==================== block 1
File: src/rtl/baccarat_pkg.sv
// Shared types and helpers for the punto-banco dealer control block:
// state encoding, card rank constants and the rank-to-point mapping.
package baccarat_pkg;

    typedef enum logic [3:0] {
        S_RESET  = 4'd0,
        S_P1     = 4'd1,
        S_D1     = 4'd2,
        S_P2     = 4'd3,
        S_D2     = 4'd4,
        S_EVAL   = 4'd5,
        S_P3     = 4'd6,
        S_BDEC   = 4'd7,
        S_D3     = 4'd8,
        S_RESULT = 4'd9,
        S_DONE   = 4'd10
    } state_t;

    // Ranks 1..9 count face value; 10, J, Q, K count zero.
    localparam logic [3:0] RANK_ACE  = 4'd1;
    localparam logic [3:0] RANK_NINE = 4'd9;

    // Banker draws unconditionally on these two-card totals.
    localparam logic [3:0] BANKER_ALWAYS_MAX = 4'd2;

    // Point value of a card rank; 0 (no card) and out-of-range codes count zero.
    function automatic logic [3:0] card_point(input logic [3:0] rank);
        if (rank >= RANK_ACE && rank <= RANK_NINE)
            return rank;
        return 4'd0;
    endfunction

endpackage

File: src/rtl/baccarat_dealer_fsm_if.sv
// Card datapath <-> dealer control bundle. The dealer (master) drives the
// card-load enables and the win lights; the datapath (slave) returns scores
// and the player's third-card rank.
interface baccarat_dealer_fsm_if;

    logic [3:0] pscore;
    logic [3:0] dscore;
    logic [3:0] pcard3;
    logic       load_pcard1;
    logic       load_pcard2;
    logic       load_pcard3;
    logic       load_dcard1;
    logic       load_dcard2;
    logic       load_dcard3;
    logic       player_win_light;
    logic       dealer_win_light;

    modport master (
        input  pscore, dscore, pcard3,
        output load_pcard1, load_pcard2, load_pcard3,
        output load_dcard1, load_dcard2, load_dcard3,
        output player_win_light, dealer_win_light
    );

    modport slave (
        output pscore, dscore, pcard3,
        input  load_pcard1, load_pcard2, load_pcard3,
        input  load_dcard1, load_dcard2, load_dcard3,
        input  player_win_light, dealer_win_light
    );

endinterface

File: src/rtl/banker_draw_rule.sv
// Banker third-card rule, evaluated after the player has drawn a third card.
// Purely combinational: banker two-card total and player third-card rank in,
// draw decision out.
module banker_draw_rule
    import baccarat_pkg::*;
(
    input  logic [3:0] dscore,
    input  logic [3:0] pcard3,
    output logic       draw
);

    logic [3:0] pt;

    assign pt = card_point(pcard3);

    // Decide banker draw from banker total and the player's third-card point.
    always_comb begin
        draw = 1'b0;
        if (dscore <= BANKER_ALWAYS_MAX) begin
            draw = 1'b1;
        end else begin
            case (dscore)
                4'd3:    draw = (pt != 4'd8);
                4'd4:    draw = (pt >= 4'd2) && (pt <= 4'd7);
                4'd5:    draw = (pt >= 4'd4) && (pt <= 4'd7);
                4'd6:    draw = (pt >= 4'd6) && (pt <= 4'd7);
                default: draw = 1'b0;
            endcase
        end
    end

endmodule

File: src/rtl/baccarat_dealer_fsm.sv
// Dealer control FSM: sequences the four-card deal, applies the punto-banco
// drawing rules for third cards and lights the winner(s). Loads and lights
// are registered so each is a clean, glitch-free Moore output.
module baccarat_dealer_fsm
    import baccarat_pkg::*;
#(
    parameter logic [3:0] NATURAL_MIN  = 4'd8,
    parameter logic [3:0] PLAYER_STAND = 4'd6
) (
    input  logic                          slow_clock,
    input  logic                          resetb,
    baccarat_dealer_fsm_if.master         bus
);

    state_t state;
    logic   banker_draw;

    banker_draw_rule u_banker_draw_rule (
        .dscore (bus.dscore),
        .pcard3 (bus.pcard3),
        .draw   (banker_draw)
    );

    // State register with load enables and lights registered alongside it.
    always_ff @(posedge slow_clock or negedge resetb) begin
        if (!resetb) begin
            state                <= S_RESET;
            bus.load_pcard1      <= 1'b0;
            bus.load_pcard2      <= 1'b0;
            bus.load_pcard3      <= 1'b0;
            bus.load_dcard1      <= 1'b0;
            bus.load_dcard2      <= 1'b0;
            bus.load_dcard3      <= 1'b0;
            bus.player_win_light <= 1'b0;
            bus.dealer_win_light <= 1'b0;
        end else begin
            // NOTE: every load and light defaults low each edge, so a pulse
            // lasts exactly one cycle and only S_DONE can keep a light lit.
            bus.load_pcard1      <= 1'b0;
            bus.load_pcard2      <= 1'b0;
            bus.load_pcard3      <= 1'b0;
            bus.load_dcard1      <= 1'b0;
            bus.load_dcard2      <= 1'b0;
            bus.load_dcard3      <= 1'b0;
            bus.player_win_light <= 1'b0;
            bus.dealer_win_light <= 1'b0;

            case (state)
                S_RESET: begin
                    state           <= S_P1;
                    bus.load_pcard1 <= 1'b1;
                end
                S_P1: begin
                    state           <= S_D1;
                    bus.load_dcard1 <= 1'b1;
                end
                S_D1: begin
                    state           <= S_P2;
                    bus.load_pcard2 <= 1'b1;
                end
                S_P2: begin
                    state           <= S_D2;
                    bus.load_dcard2 <= 1'b1;
                end
                S_D2: begin
                    state <= S_EVAL;
                end
                S_EVAL: begin
                    if (bus.pscore >= NATURAL_MIN || bus.dscore >= NATURAL_MIN) begin
                        state <= S_RESULT;
                    end else if (bus.pscore < PLAYER_STAND) begin
                        state           <= S_P3;
                        bus.load_pcard3 <= 1'b1;
                    end else if (bus.dscore <= 4'd5) begin
                        state           <= S_D3;
                        bus.load_dcard3 <= 1'b1;
                    end else begin
                        state <= S_RESULT;
                    end
                end
                S_P3: begin
                    state <= S_BDEC;
                end
                S_BDEC: begin
                    if (banker_draw) begin
                        state           <= S_D3;
                        bus.load_dcard3 <= 1'b1;
                    end else begin
                        state <= S_RESULT;
                    end
                end
                S_D3: begin
                    state <= S_RESULT;
                end
                S_RESULT: begin
                    state                <= S_DONE;
                    bus.player_win_light <= (bus.pscore >= bus.dscore);
                    bus.dealer_win_light <= (bus.dscore >= bus.pscore);
                end
                S_DONE: begin
                    state                <= S_DONE;
                    bus.player_win_light <= bus.player_win_light;
                    bus.dealer_win_light <= bus.dealer_win_light;
                end
                default: begin
                    state <= S_RESET;
                end
            endcase
        end
    end

endmodule

File: src/flat_wrapper.sv
// flat-port wrapper written by rule: the top's interface ports become plain ports
module baccarat_dealer_fsm_flat import baccarat_pkg::*;
#(
    parameter logic [3:0] NATURAL_MIN  = 4'd8,
    parameter logic [3:0] PLAYER_STAND = 4'd6
)
  (slow_clock, resetb, bus_pscore, bus_dscore, bus_pcard3, bus_load_pcard1, bus_load_pcard2, bus_load_pcard3, bus_load_dcard1, bus_load_dcard2, bus_load_dcard3, bus_player_win_light, bus_dealer_win_light);
  baccarat_dealer_fsm_if bus_i ();
  input  logic slow_clock;
  input  logic resetb;
  input wire logic [$bits(bus_i.pscore)-1:0] bus_pscore;
  input wire logic [$bits(bus_i.dscore)-1:0] bus_dscore;
  input wire logic [$bits(bus_i.pcard3)-1:0] bus_pcard3;
  output wire logic [$bits(bus_i.load_pcard1)-1:0] bus_load_pcard1;
  output wire logic [$bits(bus_i.load_pcard2)-1:0] bus_load_pcard2;
  output wire logic [$bits(bus_i.load_pcard3)-1:0] bus_load_pcard3;
  output wire logic [$bits(bus_i.load_dcard1)-1:0] bus_load_dcard1;
  output wire logic [$bits(bus_i.load_dcard2)-1:0] bus_load_dcard2;
  output wire logic [$bits(bus_i.load_dcard3)-1:0] bus_load_dcard3;
  output wire logic [$bits(bus_i.player_win_light)-1:0] bus_player_win_light;
  output wire logic [$bits(bus_i.dealer_win_light)-1:0] bus_dealer_win_light;
  assign bus_i.pscore = bus_pscore;
  assign bus_i.dscore = bus_dscore;
  assign bus_i.pcard3 = bus_pcard3;
  assign bus_load_pcard1 = bus_i.load_pcard1;
  assign bus_load_pcard2 = bus_i.load_pcard2;
  assign bus_load_pcard3 = bus_i.load_pcard3;
  assign bus_load_dcard1 = bus_i.load_dcard1;
  assign bus_load_dcard2 = bus_i.load_dcard2;
  assign bus_load_dcard3 = bus_i.load_dcard3;
  assign bus_player_win_light = bus_i.player_win_light;
  assign bus_dealer_win_light = bus_i.dealer_win_light;
  baccarat_dealer_fsm #(.NATURAL_MIN(NATURAL_MIN), .PLAYER_STAND(PLAYER_STAND)) u_core (.slow_clock(slow_clock), .resetb(resetb), .bus(bus_i));
endmodule
File: config.mk
export PLATFORM = sky130hd
export DESIGN_NAME = baccarat_dealer_fsm_flat
export DESIGN_NICKNAME = d
export VERILOG_FILES = /design/src/rtl/baccarat_pkg.sv /design/src/rtl/baccarat_dealer_fsm_if.sv /design/src/rtl/banker_draw_rule.sv /design/src/rtl/baccarat_dealer_fsm.sv /design/src/flat_wrapper.sv
export SDC_FILE = /design/constraint.sdc
export NUM_CORES = 1
export LEC_CHECK = 0
export CAP_MARGIN = 20
export CORE_MARGIN = 2
export CORE_UTILIZATION = 40
export CTS_CLUSTER_SIZE = 25
export DETAILED_ROUTE_END_ITERATION = 8
export PLACE_DENSITY = 0.73
export SYNTH_ARGS = -nofsm -noshare
export SYNTH_HDL_FRONTEND = slang
export SYNTH_SLANG_ARGS = --single-unit
File: constraint.sdc
create_clock -name slow_clock -period 1.3 [get_ports slow_clock]
set_input_delay 0.195 -clock slow_clock [delete_from_list [all_inputs] [get_ports slow_clock]]
set_output_delay 0.195 -clock slow_clock [all_outputs]
set_load 0.1 [all_outputs]
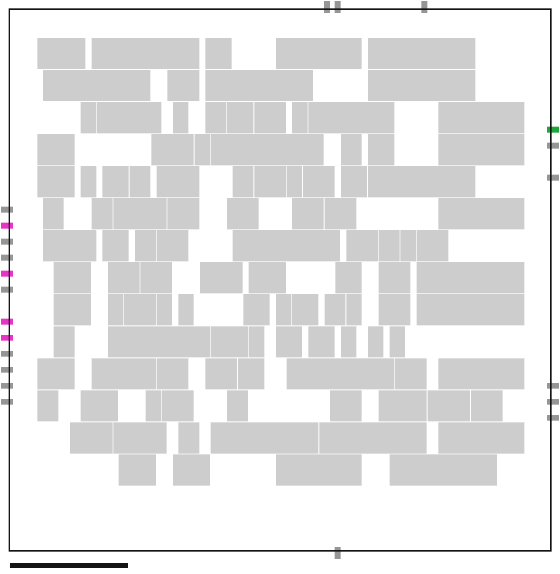
(block_1/pins.png)
The bar under the picture is 10 um long. Pins as bars across the die edge, other pins in grey.
Green marks `bus_load_pcard2`, pins 1, direction output, edge right. Magenta marks `bus_dscore`, pins 4, direction input, edge left.
All pins by edge: 12 left, 6 right, 3 top, 1 bottom.
number of buffers inserted by port buffering: 21
overall die height: 45.86 um

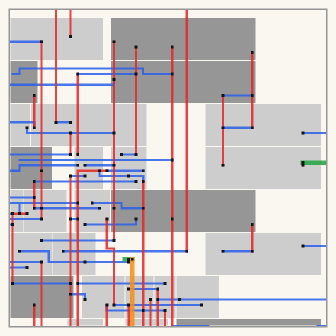
(block_1/zoom.png)
Window x 24 to 44, y 24 to 44 um. Cells in grey, sequential cells in the stronger grey; small squares are vias.
Blue marks met1. Green marks met3. Red marks met2. Orange marks met4.
Sequential cells in the window: 3. Most frequent: buf_12 (5), buf_4 (3), dfrtp_1 (3). 20 logic cells have their middle in the window.

==> flow_metrics.py <==
# Flow results
metrics = {
    "clock_network": {
        "ctsLongestPathBuffers": 2,
        "post_cts.resized_instances": 20,
        "post-cts-setup-buffer-count": 0,
    },
    "power_and_ir_drop": {
        "clock_power_share": 0.276,
        "pwr_density_cell_nw_per_um2": 762.4,
        "p_clk_mw": 0.242,
        "combinationalPowerShare": 0.279,
    },
    "logic_synthesis": {
        "netlist-cell-type-count": 33,
        "mappedNetlistNets": 92,
        "synth-main-ff-cell": "dfrtp_1",
        "synth.cellmix.adderShare": 0.07143,
        "area_leaders": "dfrtp_1, ha_1, inv_1",
        "synth.yosys.warnings": 0,
        "average_cell_area_after_synthesis_um2": 9.469,
        "synthesized_area_fraction_occupied_by_and_or_nand_nor_cells": 0.2554,
    },
    "routing": {
        "wl_per_cell_um": 13.36,
        "route.detailed.drc": 0,
        "topRoutingLayerUsed": "met4",
        "met1_length_um": 698,
    },
    "floorplanning": {
        "io_pins": 22,
    },
    "critical_path": {
        "crit_required_ps": 1500,
        "timing.critical_path.slowest_cell_delay_ps": 470,
    },
    "min_path": {
        "holdCritPathClass": "in2async",
    },
    "sta": {
        "final_period_minus_worst_setup_slack_ps": 1241,
        "finalClockPeriodUsage": 0.9545,
        "worst_hold_slack_ps": 208.3,
    },
    "outcome": {
        "outcome": "complete, no violations",
    },
    "finish": {
        "fillers": 137,
    },
    "global_routing": {
        "top_usage_layer": "met2",
    },
}
[layout make-up]
type,instances,area [um2],share of cell area
repair buffers,35,376.6,0.3265
inverters,8,32.53,0.02820
well taps,17,21.27,0.01844
flip-flops and latches,12,301.5,0.2614
clock buffers,4,26.28,0.02278
multi-input cells,50,395.4,0.3427
[final timing paths]
path	slack, ps	to	cells after the start
max	60	u_core.bus.dealer_win_light$_DFFE_PN0P_	4
min reg2reg	600	u_core.bus.load_pcard2$_DFF_PN0_	2
max reg2reg	60	u_core.bus.dealer_win_light$_DFFE_PN0P_	4
min	210	u_core.state[0]$_DFF_PN0_	2
min in group slow_clock	420	u_core.bus.dealer_win_light$_DFFE_PN0P_	4
max in group asynchronous	920	u_core.bus.dealer_win_light$_DFFE_PN0P_	2
[registers in the layout, summed over array words and instances (netlist names)]
signal / cells
u_core.bus.dealer_win_light: 1
u_core.bus.load_dcard1: 1
u_core.bus.load_dcard2: 1
u_core.bus.load_dcard3: 1
u_core.bus.load_pcard1: 1
u_core.bus.load_pcard2: 1
u_core.bus.load_pcard3: 1
u_core.bus.player_win_light: 1
u_core.state: 4

==================== block 2
==> block_2/density.png <==
The die is cut into 16 by 16 equal tiles; white is low, dark blue is high, 0 to 100% covered.
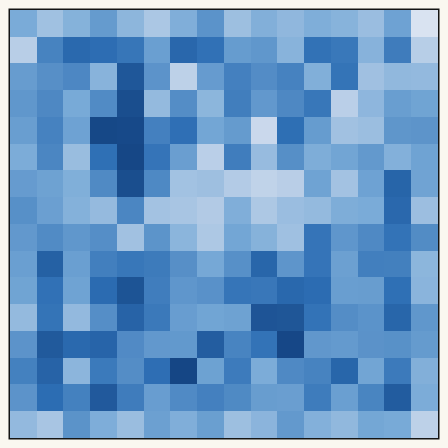
==> block_2/final_placement.png <==
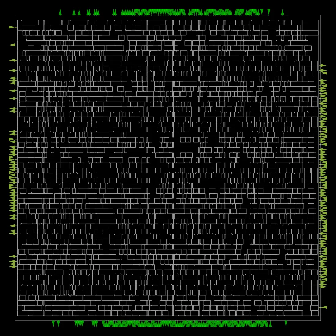
==> block_2/drive_strength.png <==
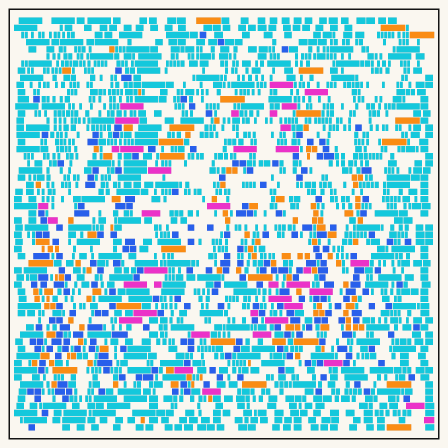
**src/rtl/pc_sequencer.sv**
```systemverilog
// Fetch sequencer: owns the PC, runs the imem request/ack handshake,
// validates one instruction slot per fetch and counts retirements.
module pc_sequencer #(
    parameter logic [63:0] RESET_VECTOR = 64'd0,
    parameter logic [63:0] TRAP_VECTOR  = 64'd1024
) (
    input  logic        clk,
    input  logic        reset,
    input  logic        branch_taken,
    input  logic [63:0] branch_target,
    input  logic        jump,
    input  logic [63:0] jump_target,
    input  logic        trap,
    input  logic        halt,
    input  logic        imem_ack,
    output logic        imem_req,
    output logic [63:0] imem_addr,
    output logic        instr_valid,
    output logic [63:0] PC_Out,
    output logic        misaligned,
    output logic [63:0] instret
);

    localparam int unsigned XLEN     = 64;
    localparam int unsigned PC_STEP  = 4;

    typedef enum logic [1:0] {
        ST_BOOT  = 2'd0,
        ST_FETCH = 2'd1,
        ST_EXEC  = 2'd2,
        ST_HALT  = 2'd3
    } state_t;

    state_t            r_state;
    state_t            w_next_state;
    logic [XLEN-1:0]   r_pc;
    logic [XLEN-1:0]   w_next_pc;
    logic [XLEN-1:0]   r_instret;
    logic [XLEN-1:0]   w_next_instret;
    logic              r_misaligned;
    logic              w_next_misaligned;
    logic              r_imem_req;
    logic              r_instr_valid;

    logic              w_redirect;
    logic [XLEN-1:0]   w_target;
    logic              w_target_bad;

    // Non-trap next-PC candidate: jump beats branch beats sequential.
    always_comb begin
        w_redirect = 1'b0;
        w_target   = r_pc + XLEN'(PC_STEP);
        if (jump) begin
            w_redirect = 1'b1;
            w_target   = jump_target;
        end else if (branch_taken) begin
            w_redirect = 1'b1;
            w_target   = branch_target;
        end
    end

    assign w_target_bad = w_redirect && (w_target[1:0] != 2'b00);

    // Next-state, next-PC and retirement logic.
    always_comb begin
        w_next_state      = r_state;
        w_next_pc         = r_pc;
        w_next_instret    = r_instret;
        w_next_misaligned = r_misaligned;
        case (r_state)
            ST_BOOT: begin
                w_next_state = ST_FETCH;
                if (trap) begin
                    w_next_pc = TRAP_VECTOR;
                end
            end
            ST_FETCH: begin
                if (trap) begin
                    w_next_pc    = TRAP_VECTOR;
                    w_next_state = ST_FETCH;
                end else if (imem_ack) begin
                    w_next_state = ST_EXEC;
                end
            end
            ST_EXEC: begin
                w_next_instret = r_instret + XLEN'(1);
                if (trap) begin
                    w_next_pc    = TRAP_VECTOR;
                    w_next_state = ST_FETCH;
                end else begin
                    w_next_state = halt ? ST_HALT : ST_FETCH;
                    if (w_target_bad) begin
                        w_next_pc         = TRAP_VECTOR;
                        w_next_misaligned = 1'b1;
                    end else begin
                        w_next_pc = w_target;
                    end
                end
            end
            ST_HALT: begin
                w_next_state = ST_HALT;
            end
        endcase
    end

    always_ff @(posedge clk or negedge reset) begin
        if (!reset) begin
            r_state <= ST_BOOT;
        end else begin
            r_state <= w_next_state;
        end
    end

    always_ff @(posedge clk or negedge reset) begin
        if (!reset) begin
            r_pc         <= RESET_VECTOR;
            r_instret    <= '0;
            r_misaligned <= 1'b0;
        end else begin
            r_pc         <= w_next_pc;
            r_instret    <= w_next_instret;
            r_misaligned <= w_next_misaligned;
        end
    end

    // Handshake outputs are registered from the upcoming state.
    always_ff @(posedge clk or negedge reset) begin
        if (!reset) begin
            r_imem_req    <= 1'b0;
            r_instr_valid <= 1'b0;
        end else begin
            r_imem_req    <= (w_next_state == ST_FETCH);
            r_instr_valid <= (w_next_state == ST_EXEC);
        end
    end

    assign imem_req    = r_imem_req;
    assign instr_valid = r_instr_valid;
    assign imem_addr   = r_pc;
    assign PC_Out      = r_pc;
    assign misaligned  = r_misaligned;
    assign instret     = r_instret;

endmodule

```
**config.mk**
```make
export PLATFORM = sky130hd
export DESIGN_NAME = pc_sequencer
export DESIGN_NICKNAME = d
export VERILOG_FILES = /design/src/rtl/pc_sequencer.sv
export SDC_FILE = /design/constraint.sdc
export NUM_CORES = 1
export LEC_CHECK = 0
export ABC_AREA = 1
export CORE_UTILIZATION = 40
export CTS_BUF_LIST = sky130_fd_sc_hd__clkbuf_16
export DETAILED_ROUTE_END_ITERATION = 7
export PLACE_DENSITY_LB_ADDON = 0.05
export SKIP_LAST_GASP = 1
export SLEW_MARGIN = 25
export SYNTH_ARGS = -nofsm -noshare
export SYNTH_HDL_FRONTEND = slang
export SYNTH_SLANG_ARGS = --single-unit
```
**constraint.sdc**
```tcl
create_clock -name clk -period 1.86 [get_ports clk]
set_input_delay 0.465 -clock clk [delete_from_list [all_inputs] [get_ports clk]]
set_output_delay 0.465 -clock clk [all_outputs]
set_load 0.02 [all_outputs]
```
==> flow_metrics.py <==
# Flow results
metrics = {
    "sta": {
        "setup_viol": 1,
        "layout_setup_ws_ps": -24.04,
        "fmax_mhz": 530.8,
    },
    "logic_synthesis": {
        "synth.cells.most_frequent": "nand2_1, nor2_1, dfrtp_1, inv_1, nand3_1",
        "top_cell_area_share": 0.3201,
        "synth.area.mux_share": 0,
    },
    "clock_network": {
        "h-tree-depth": 4,
    },
    "floorplanning": {
        "chip_area_um2": 26640,
    },
    "critical_path": {
        "crit_path_max_fanout": 3,
        "reg2reg_slack_ps": -20,
    },
    "finish": {
        "combAreaFraction": 0.3957,
        "final-clk-cell-share": 0.03569,
    },
    "global_routing": {
        "grt_use_total": 0.3230,
        "largest_net_degree_at_the_start_of_global_routing": 56,
    },
    "outcome": {
        "violations": "setup timing",
        "outcome": "finished, violations left",
    },
    "routing": {
        "total_via_count_after_detailed_routing": 12290,
    },
    "place": {
        "finalWeightedCongestion": 0.9749,
        "post_dp_cell_area_um2": 14890,
    },
    "min_path": {
        "end_of_the_worst_hold_path": "misaligned$_DFFE_PN0P_",
    },
}
## Picture notes: block_2/density.png
13% of the tiles are over 75% full. The mean over all tiles is 58%. The fullest tile reaches 91%.
starting utilization of the core area: 0.4105
final cell utilization of the core: 0.6229

## Picture notes: block_2/final_placement.png
filler cell count: 2511
layout sequential cell count: 133
sequential share of cell area: 0.2126
TAP cells: 330

## Picture notes: block_2/drive_strength.png
Cyan marks drive 1 or less, cells 1696, most used nand2_1. Magenta marks drive 6 and up, cells 38, most used clkbuf_16. Orange marks drive 2, cells 131, most used nor2_2. Blue marks drive 3 to 4, cells 233, most used buf_4.
synthesis-to-finish area growth: 51.72%
number of non-clock buffers: 529
Non-Filler Cell Area, Final: 15780 um2

[worst max-delay path: stages, from the launching register on]
cell and delay [ps]:
dfrtp_1 370, ha_2 200, inv_2 60, nor2_4 130, nand2_4 80, nor2_4 110, nand2_2 70, nor3_4 290
nand2_2 120, nor2_4 180, nand2_1 70, nand2_1 50, nand2_1 50
[registers in the layout (all words and copies together), names as in the netlist]
signal,flops
PC_Out,64
imem_req,1
instr_valid,1
instret,64
misaligned,1
r_state,2
[per-layer routing]
metal | vias up | track usage
met5 | - | 0
met4 | 2 | 0.1236
met3 | 76 | 0.05510
met2 | 416 | 0.5915
met1 | 5769 | 0.3711
li1 | 6025 | -
[report_power, final]
| group | total [mW] | switching [mW] | leakage (nW) | internal [mW] |
|---|---|---|---|---|
| Clock | 3.37 | 1.60 | 0.274 | 1.77 |
| Combinational | 2.42 | 1.39 | 5.94 | 1.03 |
| Sequential | 3.28 | 0.214 | 1.80 | 3.06 |
[timing repair]
item	CTS	global route
hold endpoints to repair	31	0
setup buffers	3	16
endpoints found under the setup margin	195	83
pin swaps	1	32
hold buffers	1	0
resized	207	122

==================== block 3
==> config.mk <==
export PLATFORM = sky130hd
export DESIGN_NAME = veda_lsu
export DESIGN_NICKNAME = d
export VERILOG_FILES = /design/src/rtl/veda_lsu.sv
export SDC_FILE = /design/constraint.sdc
export NUM_CORES = 1
export LEC_CHECK = 0
export ABC_CLOCK_PERIOD_IN_PS = 2550
export CELL_PAD_IN_SITES_DETAIL_PLACEMENT = 0
export CELL_PAD_IN_SITES_GLOBAL_PLACEMENT = 1
export CORE_MARGIN = 2
export CORE_UTILIZATION = 49
export CTS_CLUSTER_SIZE = 10
export DETAILED_ROUTE_END_ITERATION = 10
export DONT_BUFFER_PORTS = 1
export PLACE_DENSITY = 0.81
export SLEW_MARGIN = 40
export SYNTH_ARGS = -nofsm -noshare
export SYNTH_HDL_FRONTEND = slang
export SYNTH_SLANG_ARGS = --single-unit
==> constraint.sdc <==
create_clock -name clk -period 2.55 [get_ports clk]
set_input_delay 0.6375 -clock clk [delete_from_list [all_inputs] [get_ports clk]]
set_output_delay 0.6375 -clock clk [all_outputs]
set_load 0.02 [all_outputs]
==> src/rtl/veda_lsu.sv <==
// veda_lsu: load/store initiator for the single-port data memory.
// Accepts one load or store at a time from the core, drives the memory
// opcode/address/write-data, samples read data after MEM_LATENCY cycles,
// and returns one response per request. Keeps saturating access counters.
//
// Ports:
//   clk, rst (async, active-low)
//   req_valid/req_ready/req_write/req_addr/req_wdata : request handshake
//   resp_valid/resp_ready/resp_rdata/resp_err       : response handshake
//   mem_opcode/mem_addr/mem_datain/mem_dataout      : data memory port
//   load_count/store_count/err_count                : saturating counters
module veda_lsu #(
  parameter int SIZE          = 32,
  parameter int ADDRESS_WIDTH = 5,
  parameter int MEM_LATENCY   = 1,
  parameter int COUNT_WIDTH   = 16
) (
  input  logic                     clk,
  input  logic                     rst,
  input  logic                     req_valid,
  output logic                     req_ready,
  input  logic                     req_write,
  input  logic [ADDRESS_WIDTH:0]   req_addr,
  input  logic [31:0]              req_wdata,
  output logic                     resp_valid,
  input  logic                     resp_ready,
  output logic [31:0]              resp_rdata,
  output logic                     resp_err,
  output logic [5:0]               mem_opcode,
  output logic [ADDRESS_WIDTH:0]   mem_addr,
  output logic [31:0]              mem_datain,
  input  logic [31:0]              mem_dataout,
  output logic [COUNT_WIDTH-1:0]   load_count,
  output logic [COUNT_WIDTH-1:0]   store_count,
  output logic [COUNT_WIDTH-1:0]   err_count
);

  localparam logic [5:0]             LP_OP_WRITE = 6'b001110;
  localparam logic [ADDRESS_WIDTH:0] LP_SIZE     = (ADDRESS_WIDTH+1)'(SIZE);
  localparam logic [1:0]             LP_LAT      = 2'(MEM_LATENCY);

  typedef enum logic [1:0] {
    S_IDLE,
    S_WRITE,
    S_READ,
    S_RESP
  } state_t;

  state_t                   r_state;
  state_t                   w_next;
  logic                     w_accept;
  logic                     w_addr_err;
  logic                     r_write;
  logic                     r_err;
  logic [ADDRESS_WIDTH:0]   r_addr;
  logic [31:0]              r_wdata;
  logic [31:0]              r_rdata;
  logic [1:0]               r_lat;
  logic [COUNT_WIDTH-1:0]   r_load_cnt;
  logic [COUNT_WIDTH-1:0]   r_store_cnt;
  logic [COUNT_WIDTH-1:0]   r_err_cnt;

  // Counters stick at all-ones instead of wrapping.
  function automatic logic [COUNT_WIDTH-1:0] sat_inc(input logic [COUNT_WIDTH-1:0] v);
    return (&v) ? v : v + 1'b1;
  endfunction

  assign w_addr_err = (req_addr >= LP_SIZE);

  always_ff @(posedge clk or negedge rst) begin
    if (!rst) r_state <= S_IDLE;
    else      r_state <= w_next;
  end

  always_comb begin
    w_next     = r_state;
    w_accept   = 1'b0;
    req_ready  = 1'b0;
    resp_valid = 1'b0;
    mem_opcode = 6'b000000;
    case (r_state)
      S_IDLE: begin
        req_ready = 1'b1;
        if (req_valid) begin
          w_accept = 1'b1;
          // Out-of-range addresses skip the memory entirely.
          if (w_addr_err)     w_next = S_RESP;
          else if (req_write) w_next = S_WRITE;
          else                w_next = S_READ;
        end
      end
      S_WRITE: begin
        mem_opcode = LP_OP_WRITE;
        w_next     = S_RESP;
      end
      S_READ: begin
        if (r_lat == LP_LAT) w_next = S_RESP;
      end
      S_RESP: begin
        resp_valid = 1'b1;
        if (resp_ready) w_next = S_IDLE;
      end
      default: w_next = S_IDLE;
    endcase
  end

  always_ff @(posedge clk or negedge rst) begin
    if (!rst) begin
      r_write     <= 1'b0;
      r_err       <= 1'b0;
      r_addr      <= '0;
      r_wdata     <= '0;
      r_rdata     <= '0;
      r_lat       <= '0;
      r_load_cnt  <= '0;
      r_store_cnt <= '0;
      r_err_cnt   <= '0;
    end else begin
      if (w_accept) begin
        r_write <= req_write;
        r_addr  <= req_addr;
        r_wdata <= req_wdata;
        r_rdata <= '0;
        r_err   <= w_addr_err;
        r_lat   <= '0;
      end
      // Read data is valid in the final READ cycle (after MEM_LATENCY cycles).
      if (r_state == S_READ) begin
        r_lat <= r_lat + 1'b1;
        if (r_lat == LP_LAT) r_rdata <= mem_dataout;
      end
      if (r_state == S_RESP && resp_ready) begin
        if (r_err)        r_err_cnt   <= sat_inc(r_err_cnt);
        else if (r_write) r_store_cnt <= sat_inc(r_store_cnt);
        else              r_load_cnt  <= sat_inc(r_load_cnt);
      end
    end
  end

  assign resp_rdata  = r_rdata;
  assign resp_err    = r_err;
  assign mem_addr    = r_addr;
  assign mem_datain  = r_wdata;
  assign load_count  = r_load_cnt;
  assign store_count = r_store_cnt;
  assign err_count   = r_err_cnt;

endmodule

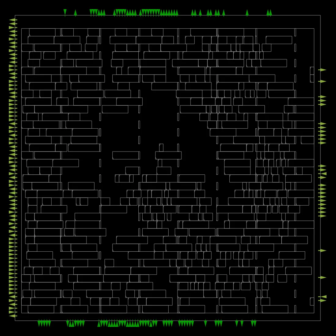
(block_3/final_placement.png)
filler cell count: 844
layout sequential cell count: 124
TAP cells: 136
sequential share of cell area: 0.5122
area of the core: 10420 um2

==> flow_metrics.py <==
# Flow results
metrics = {
    "routing": {
        "wl_per_cell_um": 19.74,
        "drt_wl_total_um": 11200,
        "topRoutingLayerUsed": "met4",
        "detail-route-antenna-nets": 0,
        "met3WireLength_um": 1130,
        "initialDrtViolationCount": 204,
    },
    "finish": {
        "antenna_cells": 0,
        "syn2layout_area_growth_pct": 14.23,
    },
    "sta": {
        "worst_hold_slack_ps": -172.0,
        "timing.final.hold_violations": 124,
        "layout_setup_ws_ps": 342.8,
        "fin_worst_skew_ps": 5.504,
        "final_period_minus_worst_setup_slack_ps": 2207,
        "worst_slew_margin_rel": 0.5893,
    },
    "global_routing": {
        "grt.overflow.total": 0,
        "top_usage_layer": "met2",
        "grt_antenna_before_repair": 0,
    },
    "outcome": {
        "outcome": "finished, violations left",
        "violations": "hold timing",
    },
    "power_and_ir_drop": {
        "pwr_density_cell_nw_per_um2": 1300,
        "p_clk_mw": 2.46,
    },
    "clock_network": {
        "clk_root_buffer_cell": "clkbuf_8",
        "ctsLongestPathBuffers": 2,
        "cts_tree": "built",
    },
    "critical_path": {
        "timing.reg2reg.worst_path_depth": 5,
        "timing.critical_path.slowest_stage_cell": "ha_1",
        "path_cells": "inv_1 -> ha_1",
    },
    "logic_synthesis": {
        "xor_xnor_fraction_of_synth_area": 0.06440,
        "synth_cells": 409,
    },
}
cell usage in the layout (no fill, tap or decap), types with 5 or more instances in the layout:
| master | n |
|---|---|
| dfrtp_1 | 124 |
| mux2_2 | 40 |
| xor2_1 | 36 |
| a22o_1 | 32 |
| nand2_1 | 22 |
| clkbuf_16 | 16 |
| nor2_1 | 15 |
| nor3_1 | 15 |
| nand4_1 | 12 |
| nand3_1 | 10 |
| inv_1 | 9 |
| ha_1 | 8 |
| nor4_1 | 7 |
| buf_4 | 6 |
| o21ai_0 | 5 |
worst max path at each step:
| stage | from | to | slack (ps) | cells after the start |
|---|---|---|---|---|
| after floorplan | r_state[0]$_DFFE_PN0P_ | store_count[14]$_DFFE_PN0P_ | 570 | 5 |
| after global placement | store_count[0]$_DFFE_PN0P_ | store_count[14]$_DFFE_PN0P_ | 550 | 5 |
| after detailed placement | store_count[0]$_DFFE_PN0P_ | store_count[14]$_DFFE_PN0P_ | 520 | 5 |
| after CTS | r_state[1]$_DFFE_PN0P_ | mem_opcode[1] | 300 | 2 |
| after global routing | r_state[1]$_DFFE_PN0P_ | mem_opcode[3] | 270 | 2 |
| final | r_state[1]$_DFFE_PN0P_ | mem_opcode[1] | 340 | 2 |

Power figures rest on the tool's default switching activity, not on a simulated workload.
